# block 1

Figure 1. Sequential cells colored by netlist name (block 1).
The bar under the picture is 50 µm long.
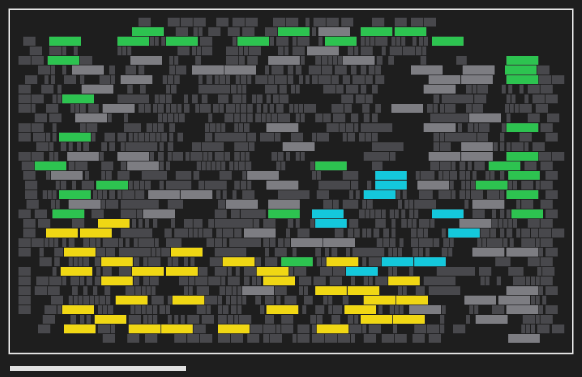

===== src/rtl/mips_memory_access_stage.sv =====
`default_nettype none
// +----------------------------------------------------------------------------+
// | mips_memory_access_stage                                                   |
// | MEM stage: req/ack data-memory access with store lane steering and load    |
// | extraction/extension. Optional macro: MIPS_MEMORY_ACCESS_ALIGN_CHECK_EN.   |
// | Revision: 1.0                                                              |
// +----------------------------------------------------------------------------+
module mips_memory_access_stage #(
  parameter int TAG_WIDTH      = 8,
  parameter int TIMEOUT_CYCLES = 255
) (
  input  logic                 clock,
  input  logic                 reset_n,
  input  logic                 in_valid,
  output logic                 in_ready,
  input  logic                 in_writeEnable,
  input  logic [1:0]           in_byteEnable,
  input  logic                 in_byteExtend,
  input  logic [31:0]          in_address,
  input  logic [31:0]          in_storeData,
  input  logic [TAG_WIDTH-1:0] in_tag,
  output logic                 mem_req,
  output logic                 mem_write,
  output logic [31:0]          mem_addr,
  output logic [3:0]           mem_wmask,
  output logic [31:0]          mem_wdata,
  input  logic                 mem_ack,
  input  logic [31:0]          mem_rdata,
  output logic                 out_valid,
  input  logic                 out_ready,
  output logic [31:0]          out_data,
  output logic [TAG_WIDTH-1:0] out_tag,
  output logic                 out_busError,
  output logic                 out_fault
);

  typedef enum logic [1:0] {
    ST_IDLE   = 2'd0,
    ST_ACCESS = 2'd1,
    ST_DONE   = 2'd2
  } state_t;

  localparam logic [9:0] TIMEOUT_LAST = 10'(TIMEOUT_CYCLES - 1);

  state_t               state_q, state_d;
  logic [9:0]           count_q, count_d;
  logic [1:0]           size_q, size_d;
  logic                 ext_q, ext_d;
  logic [1:0]           lane_q, lane_d;
  logic [TAG_WIDTH-1:0] tag_q, tag_d;
  logic [31:0]          data_q, data_d;
  logic                 err_q, err_d;
  logic                 fault_q, fault_d;
  logic                 write_q, write_d;
  logic [31:0]          addr_q, addr_d;
  logic [3:0]           wmask_q, wmask_d;
  logic [31:0]          wdata_q, wdata_d;

  logic                 accept;
  logic                 misaligned;
  logic [3:0]           store_mask;
  logic [31:0]          store_data;
  logic [7:0]           load_byte;
  logic [15:0]          load_half;
  logic [31:0]          load_data;

`ifdef MIPS_MEMORY_ACCESS_ALIGN_CHECK_EN
  assign misaligned = ((in_byteEnable == 2'd2) && in_address[0]) ||
                      ((in_byteEnable == 2'd3) && (in_address[1:0] != 2'b00));
`else
  assign misaligned = 1'b0;
`endif

  assign in_ready = (state_q == ST_IDLE) || ((state_q == ST_DONE) && out_ready);
  assign accept   = in_valid && in_ready;

  // Stores replicate the source across lanes; the mask selects the lanes written.
  always_comb begin
    store_mask = 4'b0000;
    store_data = in_storeData;
    case (in_byteEnable)
      2'd1: begin
        store_mask = 4'b0001 << in_address[1:0];
        store_data = {4{in_storeData[7:0]}};
      end
      2'd2: begin
        store_mask = in_address[1] ? 4'b1100 : 4'b0011;
        store_data = {2{in_storeData[15:0]}};
      end
      2'd3: store_mask = 4'b1111;
      default: store_mask = 4'b0000;
    endcase
    if (!in_writeEnable) store_mask = 4'b0000;
  end

  always_comb begin
    case (lane_q)
      2'd0:    load_byte = mem_rdata[7:0];
      2'd1:    load_byte = mem_rdata[15:8];
      2'd2:    load_byte = mem_rdata[23:16];
      default: load_byte = mem_rdata[31:24];
    endcase
    load_half = lane_q[1] ? mem_rdata[31:16] : mem_rdata[15:0];
    case (size_q)
      2'd1:    load_data = {{24{~ext_q & load_byte[7]}}, load_byte};
      2'd2:    load_data = {{16{~ext_q & load_half[15]}}, load_half};
      default: load_data = mem_rdata;
    endcase
  end

  always_comb begin
    state_d = state_q;
    count_d = count_q;
    size_d  = size_q;
    ext_d   = ext_q;
    lane_d  = lane_q;
    tag_d   = tag_q;
    data_d  = data_q;
    err_d   = err_q;
    fault_d = fault_q;
    write_d = write_q;
    addr_d  = addr_q;
    wmask_d = wmask_q;
    wdata_d = wdata_q;

    case (state_q)
      ST_ACCESS: begin
        // An ack on the final allowed cycle takes priority over the timeout.
        if (mem_ack) begin
          state_d = ST_DONE;
          data_d  = write_q ? 32'd0 : load_data;
          write_d = 1'b0;
          wmask_d = 4'b0000;
        end else if (count_q == TIMEOUT_LAST) begin
          state_d = ST_DONE;
          data_d  = 32'd0;
          err_d   = 1'b1;
          write_d = 1'b0;
          wmask_d = 4'b0000;
        end else begin
          count_d = count_q + 10'd1;
        end
      end
      ST_DONE: begin
        if (out_ready) state_d = ST_IDLE;
      end
      default: state_d = state_q;
    endcase

    if (accept) begin
      tag_d   = in_tag;
      err_d   = 1'b0;
      fault_d = 1'b0;
      count_d = 10'd0;
      if (in_byteEnable == 2'd0) begin
        state_d = ST_DONE;
        data_d  = in_address;
      end else if (misaligned) begin
        state_d = ST_DONE;
        data_d  = 32'd0;
        fault_d = 1'b1;
      end else begin
        state_d = ST_ACCESS;
        write_d = in_writeEnable;
        addr_d  = {in_address[31:2], 2'b00};
        wmask_d = store_mask;
        wdata_d = store_data;
        size_d  = in_byteEnable;
        ext_d   = in_byteExtend;
        lane_d  = in_address[1:0];
      end
    end
  end

  always_ff @(posedge clock or negedge reset_n) begin
    if (!reset_n) begin
      state_q <= ST_IDLE;
      count_q <= 10'd0;
      size_q  <= 2'd0;
      ext_q   <= 1'b0;
      lane_q  <= 2'd0;
      tag_q   <= '0;
      data_q  <= 32'd0;
      err_q   <= 1'b0;
      fault_q <= 1'b0;
      write_q <= 1'b0;
      addr_q  <= 32'd0;
      wmask_q <= 4'b0000;
      wdata_q <= 32'd0;
    end else begin
      state_q <= state_d;
      count_q <= count_d;
      size_q  <= size_d;
      ext_q   <= ext_d;
      lane_q  <= lane_d;
      tag_q   <= tag_d;
      data_q  <= data_d;
      err_q   <= err_d;
      fault_q <= fault_d;
      write_q <= write_d;
      addr_q  <= addr_d;
      wmask_q <= wmask_d;
      wdata_q <= wdata_d;
    end
  end

  assign mem_req      = (state_q == ST_ACCESS);
  assign mem_write    = write_q;
  assign mem_addr     = addr_q;
  assign mem_wmask    = wmask_q;
  assign mem_wdata    = wdata_q;
  assign out_valid    = (state_q == ST_DONE);
  assign out_data     = data_q;
  assign out_tag      = tag_q;
  assign out_busError = err_q;
  assign out_fault    = fault_q;

endmodule
`default_nettype wire


===== config.mk =====
export PLATFORM = sky130hd
export DESIGN_NAME = mips_memory_access_stage
export DESIGN_NICKNAME = d
export VERILOG_FILES = /design/src/rtl/mips_memory_access_stage.sv
export SDC_FILE = /design/constraint.sdc
export NUM_CORES = 1
export LEC_CHECK = 0
export ABC_AREA = 1
export CAP_MARGIN = 10
export CORE_ASPECT_RATIO = 0.6
export CORE_MARGIN = 2
export CORE_UTILIZATION = 45
export DETAILED_ROUTE_END_ITERATION = 12
export HOLD_SLACK_MARGIN = 0.12
export MAX_ROUTING_LAYER = met4
export PLACE_DENSITY = 0.83
export SYNTH_ARGS = -nofsm -noshare
export SYNTH_HDL_FRONTEND = slang
export SYNTH_SLANG_ARGS = --single-unit
export TNS_END_PERCENT = 5

===== constraint.sdc =====
create_clock -name clock -period 2.35 [get_ports clock]
set_input_delay 0.235 -clock clock [delete_from_list [all_inputs] [get_ports clock]]
set_output_delay 0.235 -clock clock [all_outputs]
set_load 0.005 [all_outputs]

# block 2

===== config.mk =====
export PLATFORM = sky130hd
export DESIGN_NAME = sdram_arbiter
export DESIGN_NICKNAME = d
export VERILOG_FILES = /design/src/rtl/sdram_arbiter.sv
export SDC_FILE = /design/constraint.sdc
export NUM_CORES = 1
export LEC_CHECK = 0
export CAP_MARGIN = 20
export CORE_MARGIN = 4
export CORE_UTILIZATION = 37
export CTS_CLUSTER_DIAMETER = 60
export DETAILED_ROUTE_END_ITERATION = 12
export GPL_ROUTABILITY_DRIVEN = 0
export GPL_TIMING_DRIVEN = 0
export PLACE_DENSITY = 0.74
export SYNTH_ARGS = -nofsm -noshare
export SYNTH_HDL_FRONTEND = slang
export SYNTH_SLANG_ARGS = --single-unit

===== constraint.sdc =====
create_clock -name clk -period 1.8 [get_ports clk]
set_clock_uncertainty 0.05 [all_clocks]
set_input_delay 0.36 -clock clk [delete_from_list [all_inputs] [get_ports clk]]
set_output_delay 0.36 -clock clk [all_outputs]
set_load 0.01 [all_outputs]

===== src/rtl/sdram_arbiter.sv =====
// sdram_arbiter: shares the single sdram_ctrl port between the SPI flash
// emulator (spi_*) and the serial user parser (usr_*).
//   - SPI wins arbitration; a waiting user gets one grant after MAX_SPI_RUN
//     back-to-back SPI grants, but never while spi_critical is high.
//   - Turns the controller's level ack into 1-cycle spi_ack/usr_ack pulses
//     and latches read data into rd_data.
//   - Grants with no ack for ACK_TIMEOUT cycles are aborted and counted.
// Ports:
//   clk, reset (async, active-low)
//   spi_critical, spi_req, spi_addr            -> spi_ack
//   usr_req, usr_we, usr_addr, usr_wr_data,
//   usr_wr_mask                                -> usr_ack, usr_idle
//   crit_ready, rd_data, timeouts              status outputs
//   sd_enable, sd_we, sd_addr, sd_wr_data,
//   sd_wr_mask                                 to sdram_ctrl
//   sd_ack_level, sd_idle, sd_rd_data          from sdram_ctrl
// Build option: define ARB_STATS_EN to add the spi_grants/usr_grants
// completed-access counters.
module sdram_arbiter #(
   parameter int unsigned ADDR_W      = 32,
   parameter int unsigned DATA_W      = 16,
   parameter int unsigned MAX_SPI_RUN = 8,
   parameter int unsigned ACK_TIMEOUT = 255
) (
   input  logic              clk,
   input  logic              reset,
   input  logic              spi_critical,
   input  logic              spi_req,
   input  logic [ADDR_W-1:0] spi_addr,
   output logic              spi_ack,
   input  logic              usr_req,
   input  logic              usr_we,
   input  logic [ADDR_W-1:0] usr_addr,
   input  logic [DATA_W-1:0] usr_wr_data,
   input  logic [1:0]        usr_wr_mask,
   output logic              usr_ack,
   output logic              usr_idle,
   output logic              crit_ready,
   output logic [DATA_W-1:0] rd_data,
   output logic [7:0]        timeouts,
`ifdef ARB_STATS_EN
   output logic [15:0]       spi_grants,
   output logic [15:0]       usr_grants,
`endif
   output logic              sd_enable,
   output logic              sd_we,
   output logic [ADDR_W-1:0] sd_addr,
   output logic [DATA_W-1:0] sd_wr_data,
   output logic [1:0]        sd_wr_mask,
   input  logic              sd_ack_level,
   input  logic              sd_idle,
   input  logic [DATA_W-1:0] sd_rd_data
);

   localparam int unsigned RUN_W  = $clog2(MAX_SPI_RUN + 1);
   localparam int unsigned GCNT_W = $clog2(ACK_TIMEOUT + 1);

   typedef enum logic [1:0] {IDLE, GNT_SPI, GNT_USR, WAIT_REL} state_t;

   state_t             state;
   logic               usr_owner;   // current/last grant belongs to the user
   logic [RUN_W-1:0]   run;
   logic [GCNT_W-1:0]  gcnt;
   logic               arb_open;
   logic               grant_usr;
   logic               grant_spi;

   // Arbitration decision for this cycle; user only wins when SPI is idle
   // or the user has waited out MAX_SPI_RUN SPI grants.
   assign arb_open  = (state == IDLE) && !sd_ack_level && sd_idle;
   assign grant_usr = arb_open && usr_req && !spi_critical &&
                      (!spi_req || (run == RUN_W'(MAX_SPI_RUN)));
   assign grant_spi = arb_open && spi_req && !grant_usr;

   // Arbiter FSM with registered outputs.
   always_ff @(posedge clk or negedge reset) begin
      if (!reset) begin
         state      <= IDLE;
         usr_owner  <= 1'b0;
         run        <= '0;
         gcnt       <= '0;
         spi_ack    <= 1'b0;
         usr_ack    <= 1'b0;
         usr_idle   <= 1'b0;
         crit_ready <= 1'b0;
         rd_data    <= '0;
         timeouts   <= '0;
         sd_enable  <= 1'b0;
         sd_we      <= 1'b0;
         sd_addr    <= '0;
         sd_wr_data <= '0;
         sd_wr_mask <= '0;
`ifdef ARB_STATS_EN
         spi_grants <= '0;
         usr_grants <= '0;
`endif
      end else begin
         spi_ack    <= 1'b0;
         usr_ack    <= 1'b0;
         usr_idle   <= (state == IDLE) && sd_idle && !spi_critical;
         crit_ready <= spi_critical && !((state != IDLE) && usr_owner);

         // Starvation run length; saturates so a long critical window
         // cannot wrap it.
         if (!usr_req || grant_usr) begin
            run <= '0;
         end else if (grant_spi && (run != RUN_W'(MAX_SPI_RUN))) begin
            run <= run + RUN_W'(1);
         end

         case (state)
            IDLE: begin
               if (grant_usr) begin
                  state      <= GNT_USR;
                  usr_owner  <= 1'b1;
                  gcnt       <= '0;
                  sd_enable  <= 1'b1;
                  sd_we      <= usr_we;
                  sd_addr    <= usr_addr;
                  sd_wr_data <= usr_wr_data;
                  sd_wr_mask <= usr_wr_mask;
               end else if (grant_spi) begin
                  state      <= GNT_SPI;
                  usr_owner  <= 1'b0;
                  gcnt       <= '0;
                  sd_enable  <= 1'b1;
                  sd_we      <= 1'b0;
                  sd_addr    <= spi_addr;
                  sd_wr_data <= DATA_W'(16'hDEAD);
                  sd_wr_mask <= 2'b00;
               end
            end
            GNT_SPI, GNT_USR: begin
               if (sd_ack_level) begin
                  state     <= WAIT_REL;
                  sd_enable <= 1'b0;
                  if (state == GNT_SPI) begin
                     spi_ack <= 1'b1;
                     rd_data <= sd_rd_data;
`ifdef ARB_STATS_EN
                     spi_grants <= spi_grants + 16'd1;
`endif
                  end else begin
                     usr_ack <= 1'b1;
                     if (!sd_we) begin
                        rd_data <= sd_rd_data;
                     end
`ifdef ARB_STATS_EN
                     usr_grants <= usr_grants + 16'd1;
`endif
                  end
               end else if (gcnt == GCNT_W'(ACK_TIMEOUT - 1)) begin
                  // Abort without ack; requester stays pending and is re-arbitrated.
                  state     <= WAIT_REL;
                  sd_enable <= 1'b0;
                  if (timeouts != 8'hFF) begin
                     timeouts <= timeouts + 8'd1;
                  end
               end else begin
                  gcnt <= gcnt + GCNT_W'(1);
               end
            end
            WAIT_REL: begin
               if (!sd_ack_level) begin
                  state <= IDLE;
               end
            end
            default: state <= IDLE;
         endcase
      end
   end

endmodule

Figure 2. Placed cells, one color a class (block 1).
The bar under the picture is 50 µm long.
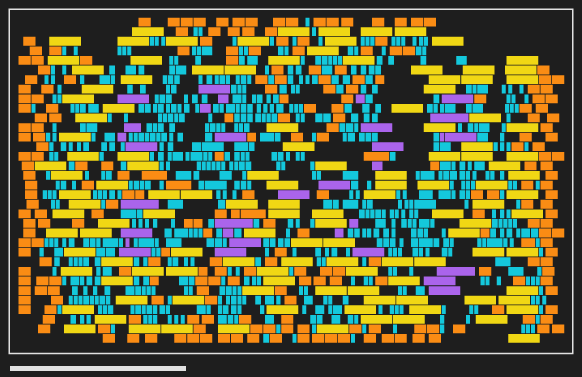
- cyan: remaining logic cells (cells 660; share of their area 34%)
- purple: clock drivers and dummy loads (cells 32; share of their area 6.8%)
- yellow: registers (cells 125; share of their area 33%)
- orange: remaining buffers and delay cells (cells 243; share of their area 26%)

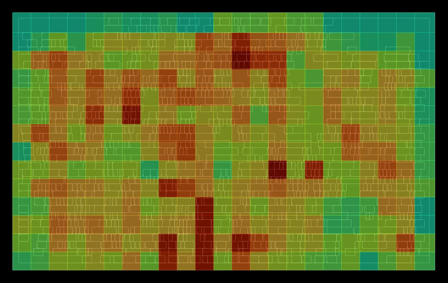
Figure 3: block 1, congestion heat map.
GRT Total Usage: 0.278
DR WL/cell: 16.3 µm

## Picture notes: Figure 1
- yellow: `mem_wdata` (sequential cells 32)
- cyan: `count_q` (sequential cells 10)
- green: `mem_addr` (sequential cells 30)
- not colored: 53
sequential share of cell area: 0.326
Flop+latch power: 3760 µW

==> impl_metrics.json, block 1 <==
{
  "status": "completed",
  "grt_pass1_wl_um": 33000,
  "nClkBuffers": 20,
  "dp_hpwl_um": 15000,
  "fin_total_pwr_uw": 12100,
  "first_pass_iters": 4,
  "largest_area_cell": "dfrtp_1",
  "startpoint_type": "register",
  "max_slew_margin": 0.606,
  "ctsResizeCount": 0,
  "core_area_um2": 14300,
  "die_h_um": 97.3,
  "fin_worst_skew_ps": 6.85,
  "path_delay_family": "buffers and inverters",
  "peakVddDrop_mv": 0.515,
  "hold_violations": 0,
  "detail-route-antenna-nets": 0,
  "final-clk-cell-share": 0.0659,
  "drc": 0,
  "ys_cells": 827,
  "n_all_inverters": 64,
  "maxCapViolCount": 0,
  "hp-class": "input port to asynchronous set/reset pin",
  "r2r_cells": 7,
  "sh_comb_area": 0.303,
  "min_period_ps": 2140,
  "synth_area_um2": 6520,
  "cts-buffers-inserted": 17,
  "wl_met2_um": 8620
}
-- block 1: placed cells by master (no fill, tap or decap), types with 15 or more instances in the layout --
| master | Yosys | final |
|---|---|---|
| nand2_1 | 281 | 281 |
| nor2_1 | 46 | 45 |
| o21ai_0 | 52 | 52 |
| dfrtp_1 | 125 | 125 |
| clkdlybuf4s50_1 | 0 | 222 |
| nand3_1 | 72 | 72 |
| inv_1 | 55 | 55 |
| clkbuf_16 | 0 | 17 |
| buf_4 | 10 | 15 |
| a21oi_1 | 45 | 45 |
| a21oi_2 | 18 | 18 |
-- block 1: cell families (layout without fill, tap and decap cells) --
| logic type | Yosys count | count (layout) | synth area share |
|---|---|---|---|
| AND-OR/OR-AND | 145 | 145 | 0.131 |
| XOR/XNOR | 2 | 2 | 0.00269 |
| adder cells (fa/ha/maj) | 11 | 11 | 0.0211 |
| buffers and inverters | 108 | 339 | 0.0775 |
| flip-flops | 125 | 125 | 0.479 |
| other | 1 | 3 | 0.000575 |
| AND/OR/NAND/NOR | 435 | 435 | 0.288 |
-- block 1: layer usage --
metal  up-vias  GRT usage
li1       3101          -
met1      3017      0.400
met2       302      0.395
met3        30     0.0696
met4         0     0.0699
met5         -          -
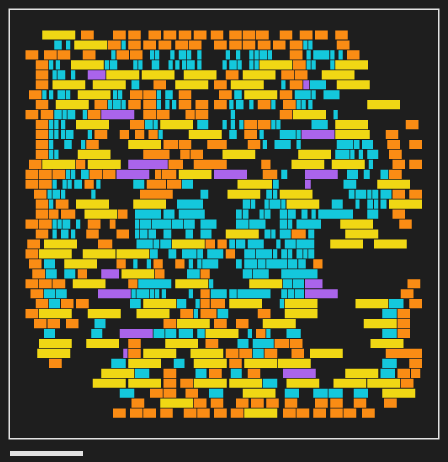
Figure 4: block 2, placed cells, one color a class.
The bar under the picture is 20 µm long.
- cyan: remaining logic cells (cells 293; share of their area 28%)
- orange: remaining buffers and delay cells (cells 227; share of their area 33%)
- yellow: registers (cells 95; share of their area 34%)
- purple: clock drivers and dummy loads (cells 16; share of their area 4.5%)
Final Util: 0.618
sequential share of cell area: 0.334
core area: 11,500 µm²

==> impl_metrics.json, block 2 <==
{
  "status": "completed",
  "crit_fanout": 7,
  "top_area_frac": 0.541,
  "crit-reg2reg-capture": "state[1]",
  "simple_gate_share": 0.159,
  "cp.required_ps": 1970,
  "grt_max_degree": 69,
  "die_w_um": 117,
  "ys_cells": 413,
  "synth_area_um2": 4400,
  "logic_gates": 282,
  "design.seq.count": 95,
  "maxCapViolCount": 0,
  "peakVddDrop_mv": 0.882,
  "leakagePower_uw": 0.00300,
  "synth-adder-area-share": 0.0228,
  "hold_violations": 0,
  "max_slew_margin": 0.670,
  "grt_pass1_vias": 3980,
  "cts-htree-levels": 3,
  "drc": 0,
  "die_h_um": 117,
  "cts-buffers-inserted": 9,
  "worstSetupPathType": "register to register"
}
## block 2: placed cells by master, fill, tap and decap left out, drive strengths merged, types with 2 or more instances in the layout
cell type,instances
clkdlybuf4s50,181
dfrtp,95
nand2,80
nor2,43
buf,37
a31oi,34
clkbuf,20
mux2,18
nand3,14
o22a,11
inv,11
a22o,9
xor2,8
ha,8
o21ai,7
a211oi,5
mux2i,4
a21oi,4
nand4,3
nor2b,3
nor3,3
and2,2
xnor2,2
nand3b,2
o21bai,2
nand4b,2
o211ai,2
clkinv,2
a21boi,2
nand2b,2
## block 2: report_power, final
group	switching (µW)	internal [µW]
registers	536	3010
clock network	766	1190
logic	1960	2710
total	3260	6910
## block 2: state kept, by name, summed over array words and instances (netlist names)
register and cells:
usr_owner 1, sd_addr 32, rd_data 16, run 4, sd_wr_mask 2, sd_we 1, usr_idle 1, state 2
timeouts 8, usr_ack 1, sd_wr_data 16, sd_enable 1, gcnt 8, crit_ready 1, spi_ack 1
## block 2: metal layers
metal  GRT usage  up-vias  wire (µm)
met5           0        -          0
met4      0.0642        0        267
met3      0.0499       18        728
met2       0.315      117       6630
met1       0.217     1882       4990
li1            -     1871          -

==> screenshots <==
Metal layers overlaid.
panel A
The bar under the picture is 20 µm long. Two of the layers only.
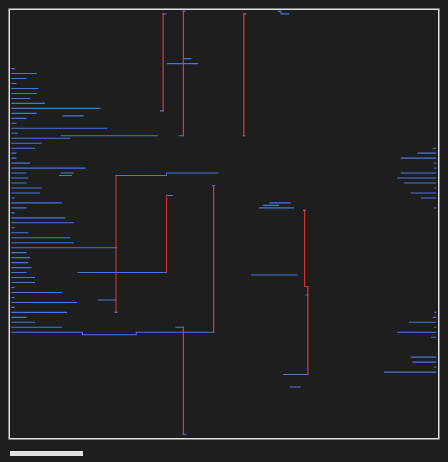
panel B
The bar under the picture is 50 µm long. Two of the layers only.
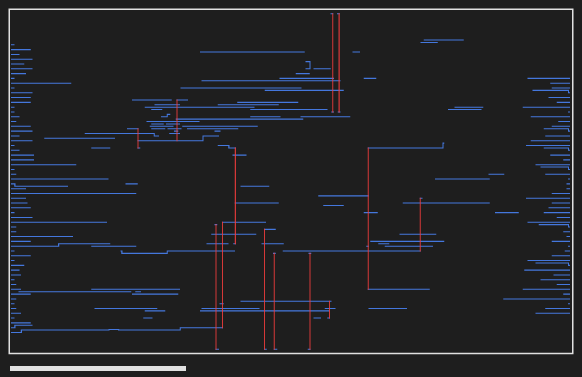
- most wire: panel B
Block 1 is panel B.
Block 2 is panel A.

Key to panel B:
- red: M4 (wire length 314 µm)
- blue: M3 (wire length 1,750 µm)


# block 3

Figure 5. Placed cells, one color a class (block 3).
The bar under the picture is 20 µm long.
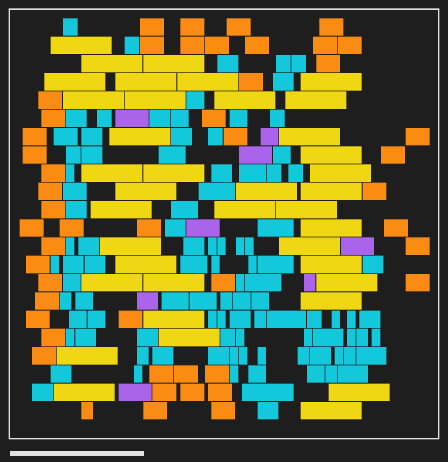
Figure 6. Metal layers overlaid (block 3).
The bar under the picture is 20 µm long. Two of the layers only.
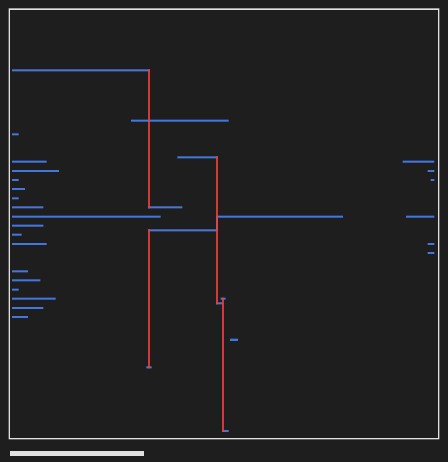
File: config.mk
export PLATFORM = sky130hd
export DESIGN_NAME = reg_sel_decoder
export DESIGN_NICKNAME = d
export VERILOG_FILES = /design/src/rtl/reg_sel_decoder.sv
export SDC_FILE = /design/constraint.sdc
export NUM_CORES = 1
export LEC_CHECK = 0
export CAP_MARGIN = 20
export CORE_UTILIZATION = 45
export DETAILED_ROUTE_END_ITERATION = 10
export MAX_ROUTING_LAYER = met4
export PLACE_DENSITY = 0.76
export SLEW_MARGIN = 5
export SYNTH_ARGS = -nofsm -noshare
export SYNTH_HDL_FRONTEND = slang
export SYNTH_SLANG_ARGS = --single-unit
File: constraint.sdc
create_clock -name clk -period 5 [get_ports clk]
set_input_delay 1 -clock clk [delete_from_list [all_inputs] [get_ports clk]]
set_output_delay 1 -clock clk [all_outputs]
set_load 0.005 [all_outputs]
File: src/rtl/reg_sel_decoder.sv
// Register-select decoder: encoded select codes become one-hot load-enable pulses
// (write side, multi-cycle with ready handshake) and a held one-hot bus output enable.
module reg_sel_decoder #(
   parameter int unsigned                 SEL_W     = 4,
   parameter logic [(2**SEL_W)-1:0]       RSV_MASK  = 16'hE00D,
   parameter int unsigned                 LD_CYCLES = 1
) (
   input  logic                     clk,
   input  logic                     rst_n,
   input  logic                     wr_req,
   input  logic [SEL_W-1:0]         wr_sel,
   output logic                     wr_ready,
   output logic [(2**SEL_W)-1:0]    ld_en,
   input  logic                     rd_en,
   input  logic [SEL_W-1:0]         rd_sel,
   input  logic                     rd_clr,
   output logic [(2**SEL_W)-1:0]    oe,
   output logic                     err,
   input  logic                     err_clr,
   output logic                     conflict
);

   localparam int unsigned          N_OUT  = 2**SEL_W;
   localparam logic [3:0]           LD_CNT = 4'(LD_CYCLES);
   localparam logic [N_OUT-1:0]     ONE    = {{(N_OUT-1){1'b0}}, 1'b1};

   typedef enum logic {
      S_IDLE,
      S_LOAD
   } state_t;

   state_t              r_state;
   state_t              w_state_nxt;
   logic [3:0]          r_cnt;
   logic [3:0]          w_cnt_nxt;
   logic [N_OUT-1:0]    r_ld_oh;
   logic [N_OUT-1:0]    w_ld_oh_nxt;
   logic [N_OUT-1:0]    r_oe;
   logic [N_OUT-1:0]    w_oe_nxt;
   logic                r_err;
   logic                w_err_nxt;
   logic                w_wr_err;
   logic                w_rd_err;
   logic                w_wr_valid;
   logic                w_rd_valid;
   logic [N_OUT-1:0]    w_wr_dec;
   logic [N_OUT-1:0]    w_rd_dec;

   assign w_wr_valid = ~RSV_MASK[wr_sel];
   assign w_rd_valid = ~RSV_MASK[rd_sel];
   assign w_wr_dec   = ONE << wr_sel;
   assign w_rd_dec   = ONE << rd_sel;

   always_ff @(posedge clk or negedge rst_n) begin
      if (!rst_n) begin
         r_state <= S_IDLE;
         r_cnt   <= '0;
         r_ld_oh <= '0;
      end else begin
         r_state <= w_state_nxt;
         r_cnt   <= w_cnt_nxt;
         r_ld_oh <= w_ld_oh_nxt;
      end
   end

   // ld_en is held in r_ld_oh for the whole LOAD dwell and cleared on the exit edge.
   always_comb begin
      w_state_nxt = r_state;
      w_cnt_nxt   = r_cnt;
      w_ld_oh_nxt = r_ld_oh;
      w_wr_err    = 1'b0;
      unique case (r_state)
         S_IDLE: begin
            if (wr_req) begin
               if (w_wr_valid) begin
                  w_ld_oh_nxt = w_wr_dec;
                  w_cnt_nxt   = LD_CNT;
                  w_state_nxt = S_LOAD;
               end else begin
                  w_wr_err    = 1'b1;
               end
            end
         end
         S_LOAD: begin
            if (r_cnt <= 4'd1) begin
               w_state_nxt = S_IDLE;
               w_cnt_nxt   = '0;
               w_ld_oh_nxt = '0;
            end else begin
               w_cnt_nxt   = r_cnt - 4'd1;
            end
         end
         default: begin
            w_state_nxt = S_IDLE;
            w_cnt_nxt   = '0;
            w_ld_oh_nxt = '0;
         end
      endcase
   end

   always_comb begin
      w_oe_nxt = r_oe;
      w_rd_err = 1'b0;
      if (rd_en) begin
         if (w_rd_valid) begin
            w_oe_nxt = w_rd_dec;
         end else begin
            w_rd_err = 1'b1;
         end
      end else if (rd_clr) begin
         w_oe_nxt = '0;
      end
   end

   assign w_err_nxt = w_wr_err | w_rd_err | (r_err & ~err_clr);

   always_ff @(posedge clk or negedge rst_n) begin
      if (!rst_n) begin
         r_oe  <= '0;
         r_err <= 1'b0;
      end else begin
         r_oe  <= w_oe_nxt;
         r_err <= w_err_nxt;
      end
   end

   assign wr_ready = (r_state == S_IDLE);
   assign ld_en    = r_ld_oh;
   assign oe       = r_oe;
   assign err      = r_err;
   assign conflict = |(r_ld_oh & r_oe);

endmodule

==> impl_metrics.json <==
{
  "buffers": 48,
  "core_area_um2": 3660,
  "slew_violations": 0,
  "setup_viol": 0,
  "first_pass_iters": 4,
  "clk_latency_ps": 300,
  "status": "completed",
  "synth_nets": 156,
  "detail-route-antenna-nets": 0,
  "met1_usage": 0.277,
  "fin_worst_skew_ps": 5.63,
  "core.rowCount": 22,
  "cts_setup_buffers": 0,
  "num_vias": 1270,
  "r2r_slack_ps": 3080,
  "nClkBuffers": 5,
  "cts-htree-levels": 2,
  "dp_worst_setup_slack_ps": 1990,
  "yosys_area_um2": 1720,
  "cp.required_ps": 4000
}
## Picture notes: Figure 5
- yellow: registers (cells 38; share of their area 42%)
- orange: remaining buffers and delay cells (cells 48; share of their area 21%)
- purple: clock drivers and dummy loads (cells 8; share of their area 4.0%)
- cyan: remaining logic cells (cells 99; share of their area 33%)

## Picture notes: Figure 6
- blue: M3 (wire length 160 µm)
- red: M4 (wire length 82.3 µm)

-- worst paths after layout --
path | startpoint | end
hold / removal | oe[2] | oe[2]
setup / recovery | ld_en[1] | conflict
hold reg to reg | oe[2] | oe[2]
setup reg to reg | r_cnt[0] | ld_en[8]
min in group asynchronous | rst_n | oe[1]
max in group asynchronous | rst_n | ld_en[0]
-- critical path, delay by kind of cell (launching register included) --
family | cells | cell delay, ps
AND/OR/NAND/NOR | 1 | 140
buffers and inverters | 1 | 470
AND-OR/OR-AND | 2 | 510
flip-flops | 1 | 400
-- metrics by stage --
step                area, µm²  hold slack (ps)  cells  total power (µW)
floorplan                1720              499    140               513
global placement         2230              496    233               585
detailed placement       2230              512    233               592
CTS                      2320              528    241               801
global route             2320              550    241               838
finish                   2320              527    241               795
-- power by group --
group / internal, µW / switching (µW)
Combinational: 110 / 97.9
Sequential: 337 / 39.2
Clock: 97.8 / 112
-- kinds of logic (layout without fill, tap and decap cells) --
family | count (synthesis) | in the layout
AND/OR/NAND/NOR | 48 | 48
flip-flops | 38 | 38
AND-OR/OR-AND | 34 | 34
multiplexers | 10 | 10
buffers and inverters | 7 | 60
adder cells (fa/ha/maj) | 2 | 2
XOR/XNOR | 1 | 1


## Gallery

Selected gate families.
picture 1
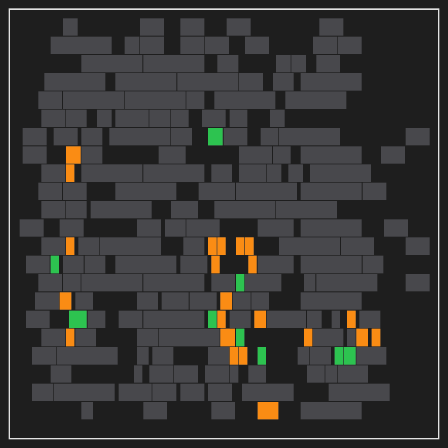
picture 2
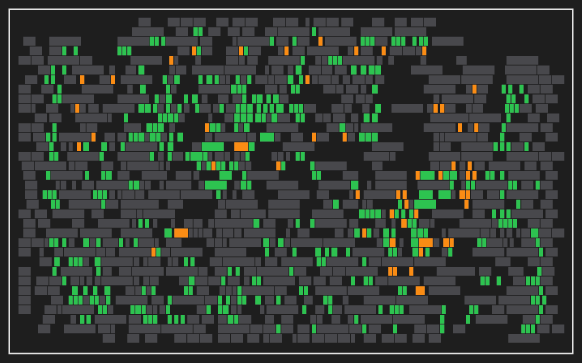
picture 3
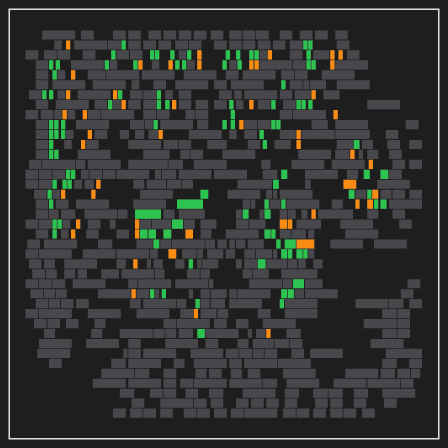
For block 2, see picture 3.
For block 1, see picture 2.
For block 3, see picture 1.

Key to picture 2:
- green: nand cells (cells 368; most used nand2_1; where all over the die)
- orange: nor cells (cells 53; most used nor2_1)

Power is estimated from default activity; no workload was simulated.
